==================== factor_scheduler
**factor_scheduler: met2 routing**

Drawn at 4 px/µm. Cells faint in the background.
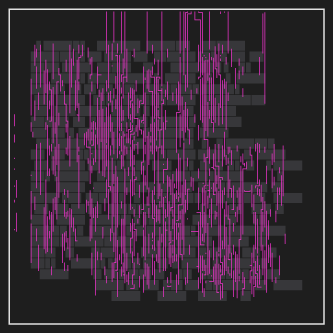

File: src/rtl/factor_scheduler.sv
// Trial-division factor scanner: walks d = 1..n against an external remainder unit,
// holds each divisor that divides n on the display for MAX_COUNT cycles, then keeps scanning.
module factor_scheduler #(
  parameter int MAX_COUNT = 10000000,
  parameter int WIDTH     = 8
) (
  input  logic             clk,
  input  logic             rst,
  input  logic             start,
  input  logic [WIDTH-1:0] number,
  output logic             div_req,
  output logic [WIDTH-1:0] div_dividend,
  output logic [WIDTH-1:0] div_divisor,
  input  logic             div_ack,
  input  logic             div_rem_zero,
  output logic [WIDTH-1:0] disp_value,
  output logic             disp_valid,
  output logic             is_zero,
  output logic             busy,
  output logic             wrap
);

  localparam int             DW         = 24;
  localparam logic [DW-1:0]  DWELL_LOAD = DW'(MAX_COUNT - 1);

  typedef enum logic [1:0] {
    S_IDLE,
    S_ISSUE,
    S_DISPLAY,
    S_ZERO
  } state_t;

  state_t           r_state;
  logic [WIDTH-1:0] r_n;
  logic [WIDTH-1:0] r_d;
  logic [DW-1:0]    r_dwell;
  logic [WIDTH-1:0] r_disp_value;
  logic             r_disp_valid;
  logic             r_is_zero;
  logic             r_busy;
  logic             r_div_req;
  logic             r_wrap;

  state_t           w_state_next;
  logic [WIDTH-1:0] w_n_next;
  logic [WIDTH-1:0] w_d_next;
  logic [DW-1:0]    w_dwell_next;
  logic [WIDTH-1:0] w_disp_value_next;
  logic             w_disp_valid_next;
  logic             w_is_zero_next;
  logic             w_busy_next;
  logic             w_div_req_next;
  logic             w_wrap_next;

  // Divisor advance: wrap back to 1 after d == n so d never exceeds n or overflows.
  logic             w_at_end;
  logic [WIDTH-1:0] w_d_adv;
  assign w_at_end = (r_d == r_n);
  assign w_d_adv  = w_at_end ? WIDTH'(1) : (r_d + WIDTH'(1));

  always_ff @(posedge clk) begin
    if (rst) begin
      r_state      <= S_IDLE;
      r_n          <= '0;
      r_d          <= WIDTH'(1);
      r_dwell      <= '0;
      r_disp_value <= '0;
      r_disp_valid <= 1'b0;
      r_is_zero    <= 1'b0;
      r_busy       <= 1'b0;
      r_div_req    <= 1'b0;
      r_wrap       <= 1'b0;
    end else begin
      r_state      <= w_state_next;
      r_n          <= w_n_next;
      r_d          <= w_d_next;
      r_dwell      <= w_dwell_next;
      r_disp_value <= w_disp_value_next;
      r_disp_valid <= w_disp_valid_next;
      r_is_zero    <= w_is_zero_next;
      r_busy       <= w_busy_next;
      r_div_req    <= w_div_req_next;
      r_wrap       <= w_wrap_next;
    end
  end

  always_comb begin
    w_state_next      = r_state;
    w_n_next          = r_n;
    w_d_next          = r_d;
    w_dwell_next      = r_dwell;
    w_disp_value_next = r_disp_value;
    w_disp_valid_next = r_disp_valid;
    w_is_zero_next    = r_is_zero;
    w_busy_next       = r_busy;
    w_div_req_next    = r_div_req;
    w_wrap_next       = 1'b0;

    if (start) begin
      // start always restarts, even mid-handshake; a coincident ack is dropped
      w_n_next       = number;
      w_d_next       = WIDTH'(1);
      w_dwell_next   = '0;
      w_div_req_next = 1'b0;
      w_busy_next    = 1'b1;
      w_disp_value_next = '0;
      if (number == '0) begin
        w_state_next      = S_ZERO;
        w_is_zero_next    = 1'b1;
        w_disp_valid_next = 1'b1;
      end else begin
        w_state_next      = S_ISSUE;
        w_is_zero_next    = 1'b0;
        w_disp_valid_next = 1'b0;
      end
    end else begin
      case (r_state)
        S_ISSUE: begin
          if (!r_div_req) begin
            w_div_req_next = 1'b1;
          end else if (div_ack) begin
            w_div_req_next = 1'b0;
            if (div_rem_zero) begin
              w_state_next      = S_DISPLAY;
              w_disp_value_next = r_d;
              w_disp_valid_next = 1'b1;
              w_dwell_next      = DWELL_LOAD;
            end else begin
              w_d_next    = w_d_adv;
              w_wrap_next = w_at_end;
            end
          end
        end
        S_DISPLAY: begin
          if (r_dwell == '0) begin
            w_state_next = S_ISSUE;
            w_d_next     = w_d_adv;
            w_wrap_next  = w_at_end;
          end else begin
            w_dwell_next = r_dwell - DW'(1);
          end
        end
        default: ;
      endcase
    end
  end

  assign div_req      = r_div_req;
  assign div_dividend = r_n;
  assign div_divisor  = r_d;
  assign disp_value   = r_disp_value;
  assign disp_valid   = r_disp_valid;
  assign is_zero      = r_is_zero;
  assign busy         = r_busy;
  assign wrap         = r_wrap;

endmodule

File: config.mk
export PLATFORM = sky130hd
export DESIGN_NAME = factor_scheduler
export DESIGN_NICKNAME = d
export VERILOG_FILES = /design/src/rtl/factor_scheduler.sv
export SDC_FILE = /design/constraint.sdc
export NUM_CORES = 1
export LEC_CHECK = 0
export ABC_AREA = 0
export CORE_MARGIN = 5
export CORE_UTILIZATION = 58
export CTS_CLUSTER_DIAMETER = 30
export CTS_CLUSTER_SIZE = 25
export DETAILED_ROUTE_END_ITERATION = 8
export PLACE_DENSITY = 0.91
export SLEW_MARGIN = 30
export SYNTH_ARGS = -nofsm -noshare
export SYNTH_HDL_FRONTEND = slang
export SYNTH_SLANG_ARGS = --single-unit
File: constraint.sdc
create_clock -name clk -period 6.1 [get_ports clk]
set_input_delay 0.915 -clock clk [delete_from_list [all_inputs] [get_ports clk]]
set_output_delay 0.915 -clock clk [all_outputs]
set_load 0.01 [all_outputs]
==================== uart_tx_arbiter_flat
--- config.mk ---
export PLATFORM = sky130hd
export DESIGN_NAME = uart_tx_arbiter_flat
export DESIGN_NICKNAME = d
export VERILOG_FILES = /design/src/rtl/uart_pkg.sv /design/src/rtl/uart_tx_arbiter_if.sv /design/src/rtl/rr_pick.sv /design/src/rtl/uart_tx_arbiter.sv /design/src/flat_wrapper.sv
export SDC_FILE = /design/constraint.sdc
export NUM_CORES = 1
export LEC_CHECK = 0
export CAP_MARGIN = 20
export CORE_AREA = 2 2 56 58
export CTS_CLUSTER_SIZE = 12
export DETAILED_ROUTE_END_ITERATION = 7
export DIE_AREA = 0 0 58 60
export GPL_TIMING_DRIVEN = 0
export PLACE_DENSITY = 0.8
export SLEW_MARGIN = 0
export SYNTH_ARGS = -nofsm -noshare
export SYNTH_HDL_FRONTEND = slang
export SYNTH_SLANG_ARGS = --single-unit
--- constraint.sdc ---
create_clock -name clk -period 4.7 [get_ports clk]
set_input_delay 0.705 -clock clk [delete_from_list [all_inputs] [get_ports clk]]
set_output_delay 0.705 -clock clk [all_outputs]
set_load 0.02 [all_outputs]
--- src/rtl/uart_pkg.sv ---
// Shared defaults and FSM state type for the UART transmit arbiter.
package uart_pkg;

    localparam int unsigned DATA_W_DEF    = 8;
    localparam int unsigned MAX_BURST_DEF = 16;

    typedef enum logic [0:0] {
        StIdle,
        StLocked
    } arb_state_e;

endpackage

--- src/rtl/uart_tx_arbiter_if.sv ---
// Requester-side and UART-side byte handshakes of the arbiter, bundled together.
interface uart_tx_arbiter_if
    import uart_pkg::*;
#(
    parameter int unsigned NUM_REQ = 4,
    parameter int unsigned DATA_W  = DATA_W_DEF
);

    logic [NUM_REQ-1:0]        req_valid;
    logic [NUM_REQ*DATA_W-1:0] req_data;
    logic [NUM_REQ-1:0]        req_last;
    logic [NUM_REQ-1:0]        req_ready;
    logic                      tx_valid;
    logic [DATA_W-1:0]         tx_data;
    logic                      tx_ready;

    // Arbiter view.
    modport slave (
        input  req_valid, req_data, req_last, tx_ready,
        output req_ready, tx_valid, tx_data
    );

    // Requester / UART TX view.
    modport master (
        output req_valid, req_data, req_last, tx_ready,
        input  req_ready, tx_valid, tx_data
    );

endinterface

--- src/rtl/rr_pick.sv ---
// Combinational round-robin picker: first set request at or above ptr, wrapping.
module rr_pick #(
    parameter  int unsigned NUM_REQ = 4,
    localparam int unsigned IdxW    = $clog2(NUM_REQ)
) (
    input  logic [NUM_REQ-1:0] req,
    input  logic [IdxW-1:0]    ptr,
    output logic [IdxW-1:0]    winner,
    output logic               any
);

    logic [2*NUM_REQ-1:0] dbl;
    logic [2*NUM_REQ-1:0] masked;
    logic                 found;

    // Upper copy always survives the mask, so the lowest set bit gives the wrapped winner.
    always_comb begin
        dbl    = {req, req};
        masked = '0;
        winner = '0;
        found  = 1'b0;
        for (int i = 0; i < 2 * NUM_REQ; i++) begin
            masked[i] = dbl[i] && (i >= int'(ptr));
        end
        for (int i = 0; i < 2 * NUM_REQ; i++) begin
            if (masked[i] && !found) begin
                found  = 1'b1;
                winner = IdxW'(i % NUM_REQ);
            end
        end
        any = |req;
    end

endmodule

--- src/rtl/uart_tx_arbiter.sv ---
// Message-locked round-robin arbiter feeding one UART TX through a registered byte stage.
module uart_tx_arbiter
    import uart_pkg::*;
#(
    parameter  int unsigned NUM_REQ   = 4,
    parameter  int unsigned DATA_W    = DATA_W_DEF,
    parameter  int unsigned MAX_BURST = MAX_BURST_DEF,
    localparam int unsigned IdxW      = $clog2(NUM_REQ),
    localparam int unsigned CntW      = $clog2(MAX_BURST)
) (
    input  logic                clk,
    input  logic                reset_n,
    uart_tx_arbiter_if.slave    bus,
    output logic [IdxW-1:0]     grant_id,
    output logic                busy
);

    arb_state_e        state_q, state_d;
    logic [IdxW-1:0]   ptr_q, ptr_d;
    logic [IdxW-1:0]   grant_q, grant_d;
    logic [CntW-1:0]   beat_q, beat_d;
    logic              tx_valid_q, tx_valid_d;
    logic [DATA_W-1:0] tx_data_q, tx_data_d;

    logic [IdxW-1:0]    winner;
    logic               any_req;
    logic               slot_free;
    logic               accept;
    logic               release_now;
    logic [NUM_REQ-1:0] req_ready;

    rr_pick #(
        .NUM_REQ(NUM_REQ)
    ) u_pick (
        .req    (bus.req_valid),
        .ptr    (ptr_q),
        .winner (winner),
        .any    (any_req)
    );

    // Ready never looks at req_valid, so there is no valid->ready combinational path.
    always_comb begin
        slot_free   = !tx_valid_q || bus.tx_ready;
        req_ready   = '0;
        if (state_q == StLocked) begin
            req_ready[grant_q] = slot_free;
        end
        accept      = (state_q == StLocked) && bus.req_valid[grant_q] && slot_free;
        release_now = accept && (bus.req_last[grant_q] || (beat_q == CntW'(MAX_BURST - 1)));
    end

    always_comb begin
        state_d    = state_q;
        ptr_d      = ptr_q;
        grant_d    = grant_q;
        beat_d     = beat_q;
        tx_valid_d = tx_valid_q;
        tx_data_d  = tx_data_q;

        unique case (state_q)
            StIdle: begin
                if (any_req) begin
                    state_d = StLocked;
                    grant_d = winner;
                end
            end
            StLocked: begin
                if (accept) begin
                    beat_d = beat_q + 1'b1;
                end
                if (release_now) begin
                    state_d = StIdle;
                    beat_d  = '0;
                    ptr_d   = (grant_q == IdxW'(NUM_REQ - 1)) ? '0 : grant_q + 1'b1;
                end
            end
            default: state_d = StIdle;
        endcase

        // A pending byte drains in either state, so it survives a release.
        if (accept) begin
            tx_valid_d = 1'b1;
            tx_data_d  = bus.req_data[grant_q*DATA_W +: DATA_W];
        end else if (bus.tx_ready) begin
            tx_valid_d = 1'b0;
        end
    end

    always_ff @(posedge clk or negedge reset_n) begin
        if (!reset_n) begin
            state_q    <= StIdle;
            ptr_q      <= '0;
            grant_q    <= '0;
            beat_q     <= '0;
            tx_valid_q <= 1'b0;
            tx_data_q  <= '0;
        end else begin
            state_q    <= state_d;
            ptr_q      <= ptr_d;
            grant_q    <= grant_d;
            beat_q     <= beat_d;
            tx_valid_q <= tx_valid_d;
            tx_data_q  <= tx_data_d;
        end
    end

    assign bus.req_ready = req_ready;
    assign bus.tx_valid  = tx_valid_q;
    assign bus.tx_data   = tx_data_q;
    assign grant_id      = grant_q;
    assign busy          = (state_q == StLocked);

endmodule
--- src/flat_wrapper.sv ---
// flat-port wrapper written by rule: the top's interface ports become plain ports
module uart_tx_arbiter_flat import uart_pkg::*;
#(
    parameter  int unsigned NUM_REQ   = 4,
    parameter  int unsigned DATA_W    = DATA_W_DEF,
    parameter  int unsigned MAX_BURST = MAX_BURST_DEF,
    localparam int unsigned IdxW      = $clog2(NUM_REQ),
    localparam int unsigned CntW      = $clog2(MAX_BURST)
)
  (clk, reset_n, grant_id, busy, bus_req_valid, bus_req_data, bus_req_last, bus_tx_ready, bus_req_ready, bus_tx_valid, bus_tx_data);
  uart_tx_arbiter_if #(.NUM_REQ(NUM_REQ), .DATA_W(DATA_W)) bus_i ();
  input  logic clk;
  input  logic reset_n;
  output logic [IdxW-1:0] grant_id;
  output logic busy;
  input wire logic [$bits(bus_i.req_valid)-1:0] bus_req_valid;
  input wire logic [$bits(bus_i.req_data)-1:0] bus_req_data;
  input wire logic [$bits(bus_i.req_last)-1:0] bus_req_last;
  input wire logic [$bits(bus_i.tx_ready)-1:0] bus_tx_ready;
  output wire logic [$bits(bus_i.req_ready)-1:0] bus_req_ready;
  output wire logic [$bits(bus_i.tx_valid)-1:0] bus_tx_valid;
  output wire logic [$bits(bus_i.tx_data)-1:0] bus_tx_data;
  assign bus_i.req_valid = bus_req_valid;
  assign bus_i.req_data = bus_req_data;
  assign bus_i.req_last = bus_req_last;
  assign bus_i.tx_ready = bus_tx_ready;
  assign bus_req_ready = bus_i.req_ready;
  assign bus_tx_valid = bus_i.tx_valid;
  assign bus_tx_data = bus_i.tx_data;
  uart_tx_arbiter #(.NUM_REQ(NUM_REQ), .DATA_W(DATA_W), .MAX_BURST(MAX_BURST)) u_core (.clk(clk), .reset_n(reset_n), .bus(bus_i), .grant_id(grant_id), .busy(busy));
endmodule
**uart_tx_arbiter_flat: met2 routing**

Drawn at 6 px/µm. Cells faint in the background.
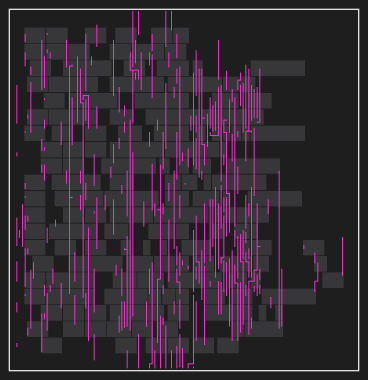
main direction	vertical
share of all routed wire	48%
longest straight run	37.9 µm
total detailed-routing wirelength: 2835 µm
met2 track demand over resource in global routing: 30.68%

**uart_tx_arbiter_flat: I/O pins on the die edge**

Drawn at 4 px/µm. Pins as bars across the die edge, other pins in gray.
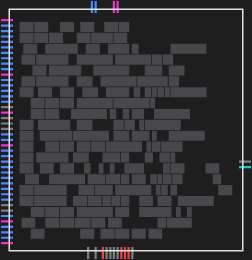
color	port	pins	direction	edge
red	bus_req_valid	4	input	bottom
cyan	bus_tx_ready	1	input	right
blue	bus_req_data	32	input	30 left, 2 top
magenta	bus_tx_data	8	output	6 left, 2 top

==> results.txt, uart_tx_arbiter_flat <==
Notes on the flow outputs.

- The number of I/O port buffers is between 50 and 60.
- The cell type contributing the most total cell area after synthesis reads sky130_fd_sc_hd__dfrtp_1.
- According to the CTS report, the clock sink count is 18.
- For this run, the slowest stage of the critical path takes between 0.5 and 0.6 ns.
- For this run the aggregate overflow at the end of global routing stands at 0.
- The cell-mix breakdown from Yosys lists the compound-gate area share as a little over a tenth.
- The switching component of the power was reported as 0.4294 mW.
- The hold violation total from the final report reads 0.
- The global-route total usage across every layer is between 10% and 20%.
- The clock network area share reads 1.984%.
- The met3 capacity usage during global routing is approximately 5.6%.
- The combinational cell fraction of total power is approximately 62%.
- The count of filler cells inserted in the layout reads ~230.
- The flip-flop count of the largest register after layout is 8.
- The end point of the most critical hold path is u_core.bus.tx_data[3].
- The number of detailed-route iterations in the first pass is 4.
- The post-detailed-placement half-perimeter wirelength reads ~2200 µm.
- Of all flip-flops after synthesis, the portion carrying an async set or reset was 100.0%.
- The largest share of the power goes to combinational cells.
- The worst path buffer plus inverter count reads 3.
- The count of placed standard cells in the final layout, fillers left out is ~190.
- The number of buffers created by CTS is 3.
- The critical path endpoint has a required time of approximately 4.0 ns.
- The global router reports that the layer with the highest usage is met2.
- The post-synthesis cell count from yosys is about 90.
- The run finished with clean final reports.
- The launching instance or port of the critical path reads u_core.grant_id[0].
- The post-synthesis chip area from yosys is 1171 µm².
- The slack of the critical path reads 1.730 ns.
- Averaged over all synthesized cells, the footprint is around 13 µm².
- The post-synth tally of flip-flops with integrated enable is 0.
- The power density relative to cell area is 588.3 nW/µm².
- The number of top-level pins reads ~59.
- Leaving out the clock tree, the finished layout contains a buffer count of about 60.
- Setup total negative slack on the finished layout was measured at 0 ns.
**factor_scheduler: I/O pins on the die edge**

Drawn at 4 px/µm. Pins as bars across the die edge, other pins in gray.
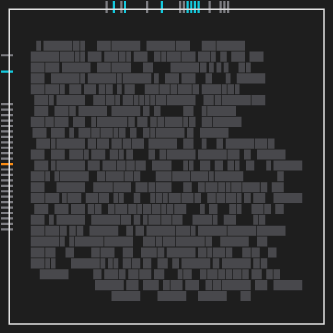
color	port	pins	direction	edge
orange	wrap	1	output	left
cyan	div_divisor	8	output	7 top, 1 left
all pins by edge	26 left, 16 top

**factor_scheduler: the clock network**

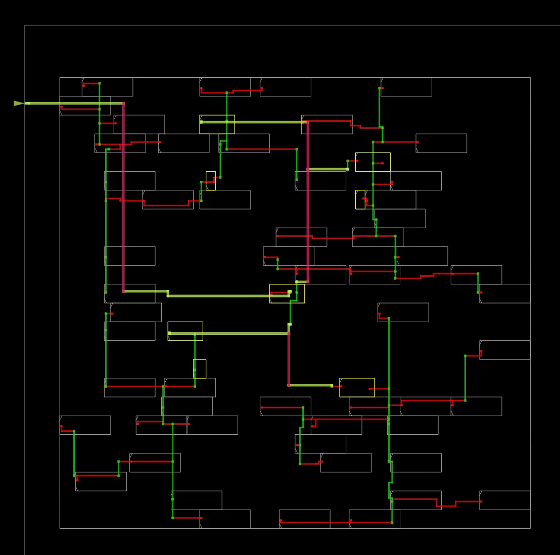
number of flip-flops and latches: 55
CTS buffer count: 5
Num Clock Sinks: 55
Clk power: 0.195 mW
clock latency reported for the late side of the worst-skew pair: 0.31 ns

## Picture notes: 'met2 routing' of factor_scheduler
longest straight run	28.6 µm
main direction	vertical

==> results.txt, factor_scheduler <==
Notes on the flow outputs.

- Per report_power, the combinational group accounts for between 20 and 25% of the total.
- The top-area cell type share of the netlist area is between 40% and 50%.
- The end point of the most critical hold path reads disp_value[0].
- The critical path depth in cells reads 6.
- At the end of the flow the core is filled with cells to just over 70%.
- The worst path buffer plus inverter count reads 1.
- Yosys attributes the largest share of cell area to sky130_fd_sc_hd__dfxtp_1 (41%), sky130_fd_sc_hd__a21oi_1 (7.4%), sky130_fd_sc_hd__nand2_1 (5.0%).
- Counting the warning lines in the Yosys log gives 0.
- r_dwell holds more flip-flops than any other register.
- The synthesized area per cell is 8.427 µm².
- The total chip power is around 0.78 mW.
- The number of antenna violations at the first check in global routing was 0.
- The power density relative to cell area is around 240 nW/µm².
- By count the netlist is led by sky130_fd_sc_hd__dfxtp_1 (55), sky130_fd_sc_hd__a21oi_1 (40), sky130_fd_sc_hd__nand2_1 (36).
- The cell type contributing the most total cell area after synthesis reads sky130_fd_sc_hd__dfxtp_1.
- The max-slew headroom at the worst pin is 45.31%.
- The total of endpoints with negative setup slack in the final report is 0.
- In the global route stage, met2 resource usage came out at a little under two fifths.
- The launch point of the worst hold path is disp_value[0].
- The net count of the finished layout is between 300 and 400.
- The commonest register cell is sky130_fd_sc_hd__dfxtp_1.
- The routed wirelength on the met1 layer is recorded as 3013 µm.
- The count of placed standard cells in the final layout, fillers left out is 407.
- The area after detailed placement is between 3000 and 4000 µm².
- Registers take about 1100 µm².
- The flow ran to the end, and the final reports show no timing, DRC or antenna violations.
- The count of filler cells inserted in the layout reads roughly 330.
- Leaving out the clock tree, the finished layout contains a buffer count of 41.
- The setup TNS is 0 ns.
- The registers of the reported paths see a clock transition of approximately 0.1 ns.

==> layout pictures side by side <==
Clock distribution.
image #1
Drawn at 10 px/µm.
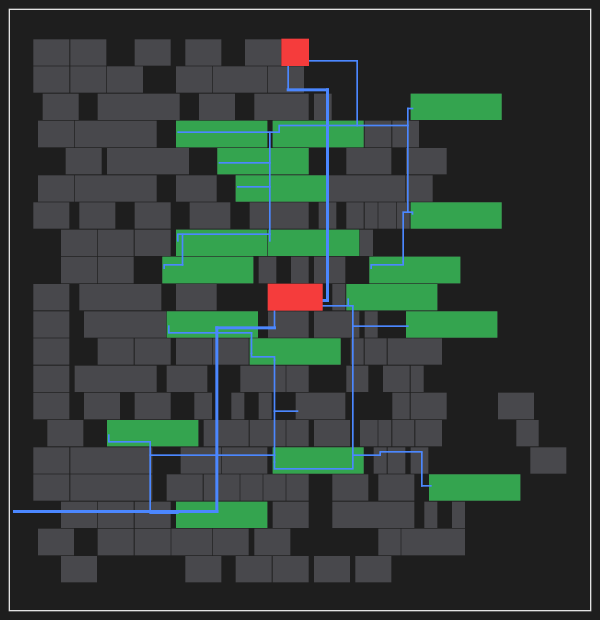
image #2
Drawn at 8 px/µm.
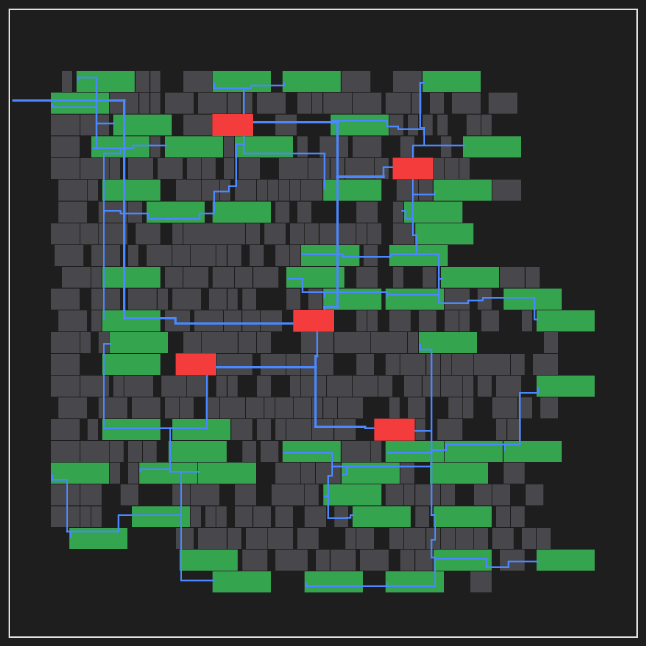
The one with the largest die is image #2.
The one with the most sequential cells is image #2.
For uart_tx_arbiter_flat, see image #1.
For factor_scheduler, see image #2.

Key to image #2:
[green] flip-flops | count: 55
[blue] clock wires | length: 602 µm
[red] clock drivers | count: 5
routed clock nets	6


==================== if_fetch_unit
**if_fetch_unit: clock distribution**

Drawn at 4 px/µm.
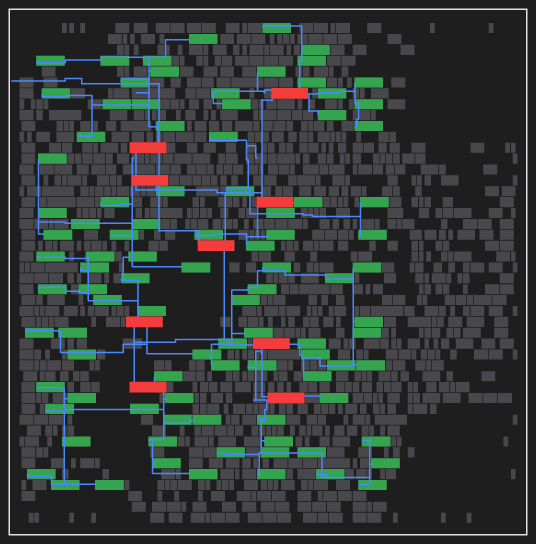
**src/rtl/if_fetch_unit.sv**
```systemverilog
// if_fetch_unit: instruction-fetch stage of the multi-cycle CPU.
// Holds PC and IR and fetches one instruction per instruction period over a
// request/acknowledge memory port. The next PC is committed on the sequencer's
// NextIns pulse, and PCWre=0 at that moment parks the unit in HALT.
// Optional feature: define IF_RETIRE_COUNT_EN to enable the retired-instruction
// counter on InsCount. Otherwise InsCount is tied to zero.
module if_fetch_unit #(
  parameter logic [31:0] RESET_PC = 32'h0000_0000
) (
  input  logic        CLK,
  input  logic        Reset,
  input  logic        NextIns,
  input  logic        PCWre,
  input  logic [1:0]  PCSrc,
  input  logic [31:0] ExtImm,
  output logic        imem_req,
  output logic [31:0] imem_addr,
  input  logic        imem_ack,
  input  logic [31:0] imem_rdata,
  output logic [31:0] PC,
  output logic [31:0] PC4,
  output logic [31:0] IR,
  output logic [5:0]  OpCode,
  output logic        IRWre,
  output logic        InsValid,
  output logic        Halted,
  output logic [31:0] InsCount
);

  typedef enum logic [1:0] {FETCH, HOLD, HALT} state_t;

  // The PC is word aligned, so the reset value is aligned as well.
  localparam logic [31:0] ResetPcAligned = {RESET_PC[31:2], 2'b00};

  state_t             state;
  logic        [31:0] pcQ;
  logic        [31:0] pc4Q;
  logic        [31:0] irQ;
  logic        [31:0] pcTarget;
  logic signed [31:0] extImmS;

  assign extImmS = ExtImm;

  // Next-PC selection. The low two bits of every target are forced to zero.
  function automatic logic [31:0] nextPc(
    input logic        [31:0] pc,
    input logic        [31:0] pc4,
    input logic        [1:0]  src,
    input logic signed [31:0] ext,
    input logic        [31:0] ir
  );
    logic [31:0] t;
    case (src)
      2'b00:   t = pc4;
      2'b01:   t = pc4 + $unsigned(ext <<< 2);
      2'b10:   t = {pc4[31:28], ir[25:0], 2'b00};
      default: t = pc;
    endcase
    return {t[31:2], 2'b00};
  endfunction

  assign pcTarget  = nextPc(pcQ, pc4Q, PCSrc, extImmS, irQ);

  // The request is combinational from state. It is suppressed while reset is
  // held, and no IR write happens during reset either.
  assign imem_req  = (state == FETCH) && !Reset;
  assign imem_addr = pcQ;
  assign IRWre     = (state == FETCH) && imem_ack && !Reset;

  assign PC        = pcQ;
  assign PC4       = pc4Q;
  assign IR        = irQ;
  assign OpCode    = irQ[31:26];

  // Fetch sequencer: FETCH waits for ack, HOLD waits for NextIns, HALT is terminal.
  always_ff @(posedge CLK) begin
    if (Reset) begin
      state    <= FETCH;
      pcQ      <= ResetPcAligned;
      pc4Q     <= ResetPcAligned + 32'd4;
      irQ      <= '0;
      InsValid <= 1'b0;
      Halted   <= 1'b0;
    end else begin
      case (state)
        FETCH: begin
          if (imem_ack) begin
            irQ      <= imem_rdata;
            InsValid <= 1'b1;
            state    <= HOLD;
          end
        end
        HOLD: begin
          if (NextIns) begin
            if (PCWre) begin
              pcQ      <= pcTarget;
              pc4Q     <= pcTarget + 32'd4;
              InsValid <= 1'b0;
              state    <= FETCH;
            end else begin
              Halted   <= 1'b1;
              state    <= HALT;
            end
          end
        end
        HALT: begin
          state <= HALT;
        end
        default: begin
          state <= FETCH;
        end
      endcase
    end
  end

`ifdef IF_RETIRE_COUNT_EN
  logic [31:0] insCountQ;

  // Count every NextIns accepted in HOLD, including the one that halts.
  always_ff @(posedge CLK) begin
    if (Reset) begin
      insCountQ <= '0;
    end else if ((state == HOLD) && NextIns) begin
      insCountQ <= insCountQ + 32'd1;
    end
  end

  assign InsCount = insCountQ;
`else
  assign InsCount = '0;
`endif

endmodule

```
**config.mk**
```make
export PLATFORM = sky130hd
export DESIGN_NAME = if_fetch_unit
export DESIGN_NICKNAME = d
export VERILOG_FILES = /design/src/rtl/if_fetch_unit.sv
export SDC_FILE = /design/constraint.sdc
export NUM_CORES = 1
export LEC_CHECK = 0
export CAP_MARGIN = 30
export CORE_AREA = 2 2 127 129
export DETAILED_ROUTE_END_ITERATION = 7
export DIE_AREA = 0 0 129 131
export PLACE_DENSITY = 0.91
export SLEW_MARGIN = 20
export SYNTH_ARGS = -nofsm -noshare
export SYNTH_HDL_FRONTEND = slang
export SYNTH_SLANG_ARGS = --single-unit
```
**constraint.sdc**
```tcl
create_clock -name CLK -period 5.1 [get_ports CLK]
set_input_delay 1.02 -clock CLK [delete_from_list [all_inputs] [get_ports CLK]]
set_output_delay 1.02 -clock CLK [all_outputs]
set_load 0.05 [all_outputs]
```
==> results.txt <==
Notes on the flow outputs.

- The flow ran to the end, and the final reports show no timing, DRC or antenna violations.
- The capturing instance or port of the critical path is PC4[31].
- The combinational share of cell area is 48.77%.
- Per the hold report, the tightest min-delay path originates at Halted.
- Clock tree buffers and inverters occupy under 10% of the routed design's cell area.
- The switching power of the nets reads between 0.7 and 0.8 mW.
- The number of pins exceeding their max-slew limit in the final report is 0.
- The number of logged tool warnings reads 28.
- The routed wire length on met2 is between 10000 and 15000 µm.
- The group drawing the most power is sequential cells.
- For this design the static power due to leakage is 3.522 nW.
- After layout, the buffer instance count without clock buffers stands at around 230.
- Ranked by instance count, the synthesized netlist is headed by sky130_fd_sc_hd__nand2_1 (157), sky130_fd_sc_hd__a21oi_1 (113), sky130_fd_sc_hd__dfxtp_1 (96).
- The switching fraction of total power reads between 30% and 40%.
- The routed length on met3 is roughly 2400 µm.
- The dominant combinational cell family by area after synthesis reads AND-OR/OR-AND gates.
- The post-synthesis cell count reads roughly 950.
- The part of the total power dissipated in sequential elements reads 37.2%.
- The detail-routed net length per standard cell reads approximately 17 µm.
- The leading register cell type out of synthesis reads sky130_fd_sc_hd__dfxtp_1.
- The number of I/O port buffers is about 200.
- For this run, asynchronously set or reset flops after synthesis account for 0%.
- The CTS H-tree depth reads 3.
- Setup repair after global routing left no endpoint under its margin.
- For this block, wires on met1 add up to roughly 9500 µm.
- The well-tap cell count reads about 220.
- The combinational cell fraction of total power is 31.7%.
- The startpoint type of the worst setup path is a primary input.
- The synthesis run shows multiplexers occupying under 10% of the cell area.
- Including well taps, the total number of placed cells is around 1300.
- The routing usage on met1 is 35.24%.
- The worst setup path is of the in -> reg kind.
- The slew at the pin closest to its max-slew limit reads about 1.0 ns.
- The horizontal die dimension reported for this design is roughly 130 µm.
- The final report gives the standard cell area, fillers excluded, as 9315 µm².
- The critical path depth in cells is 15.
- Walking the worst path, the cells encountered are clkdlybuf4s50_1 -> ha_1 -> fa_1 -> a21o_1 -> nand4_1 -> buf_4 -> a211o_1 -> nand3_1 -> o2111a_2 -> nand3_2 -> or4_4 -> nor4_4 -> and4b_1 -> a31o_1 -> a31oi_1.
- The design draws roughly 2.2 mW.
- The share of cell area taken by flip-flops and latches reads roughly a fifth.
- The clock network power consumption is just under 0.7 mW.
- Synthesis instantiated about 77 different standard cells from the library.
- For reference, XOR and XNOR gates occupy between 3 and 4% of the area reported after synthesis.
- Per the summary, power density relative to cell area is 236.1 nW/µm².
- In this run the post-CTS setup repair buffer count came out at 0.
- The pre-antenna-repair detailed-routing pass consisted of 6 iterations.
- After synthesis, the cell types taking the most area are sky130_fd_sc_hd__dfxtp_1 (27%), sky130_fd_sc_hd__nand2_1 (8.2%), sky130_fd_sc_hd__a21oi_1 (7.9%).
About 'clock distribution' of if_fetch_unit:
[red] clock drivers | count: 9
[blue] clock wires | length: 1220 µm
[green] flip-flops | count: 96
routed clock nets	10



==> layout pictures side by side <==
Placement by cell class.
picture 1
Drawn at 3 px/µm. Fill, decap, tap and diode cells in gray.
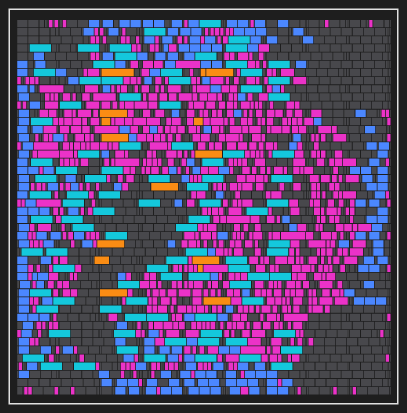
picture 2
Drawn at 6 px/µm. Fill, decap, tap and diode cells in gray.
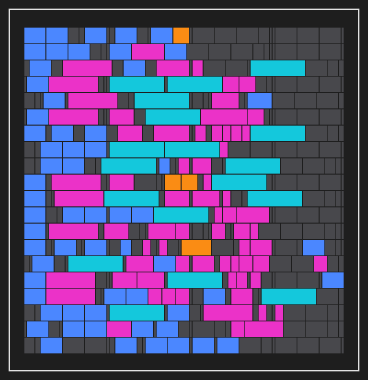
picture 3
Drawn at 4 px/µm. Fill, decap, tap and diode cells in gray.
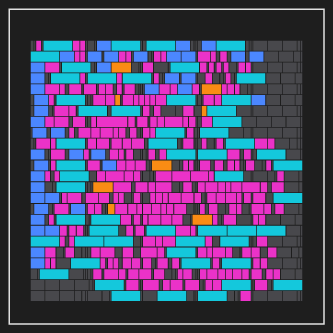
The one with the most sequential cells is picture 1.
The one with the most cells is picture 1.
if_fetch_unit -> picture 1
factor_scheduler -> picture 3
uart_tx_arbiter_flat -> picture 2

Key to picture 3:
color	class	cells
blue	remaining buffers and delay cells	41
cyan	sequential cells	55
orange	clock drivers and dummy loads	8
magenta	combinational and other logic	251

Power and IR drop assume default switching activity.
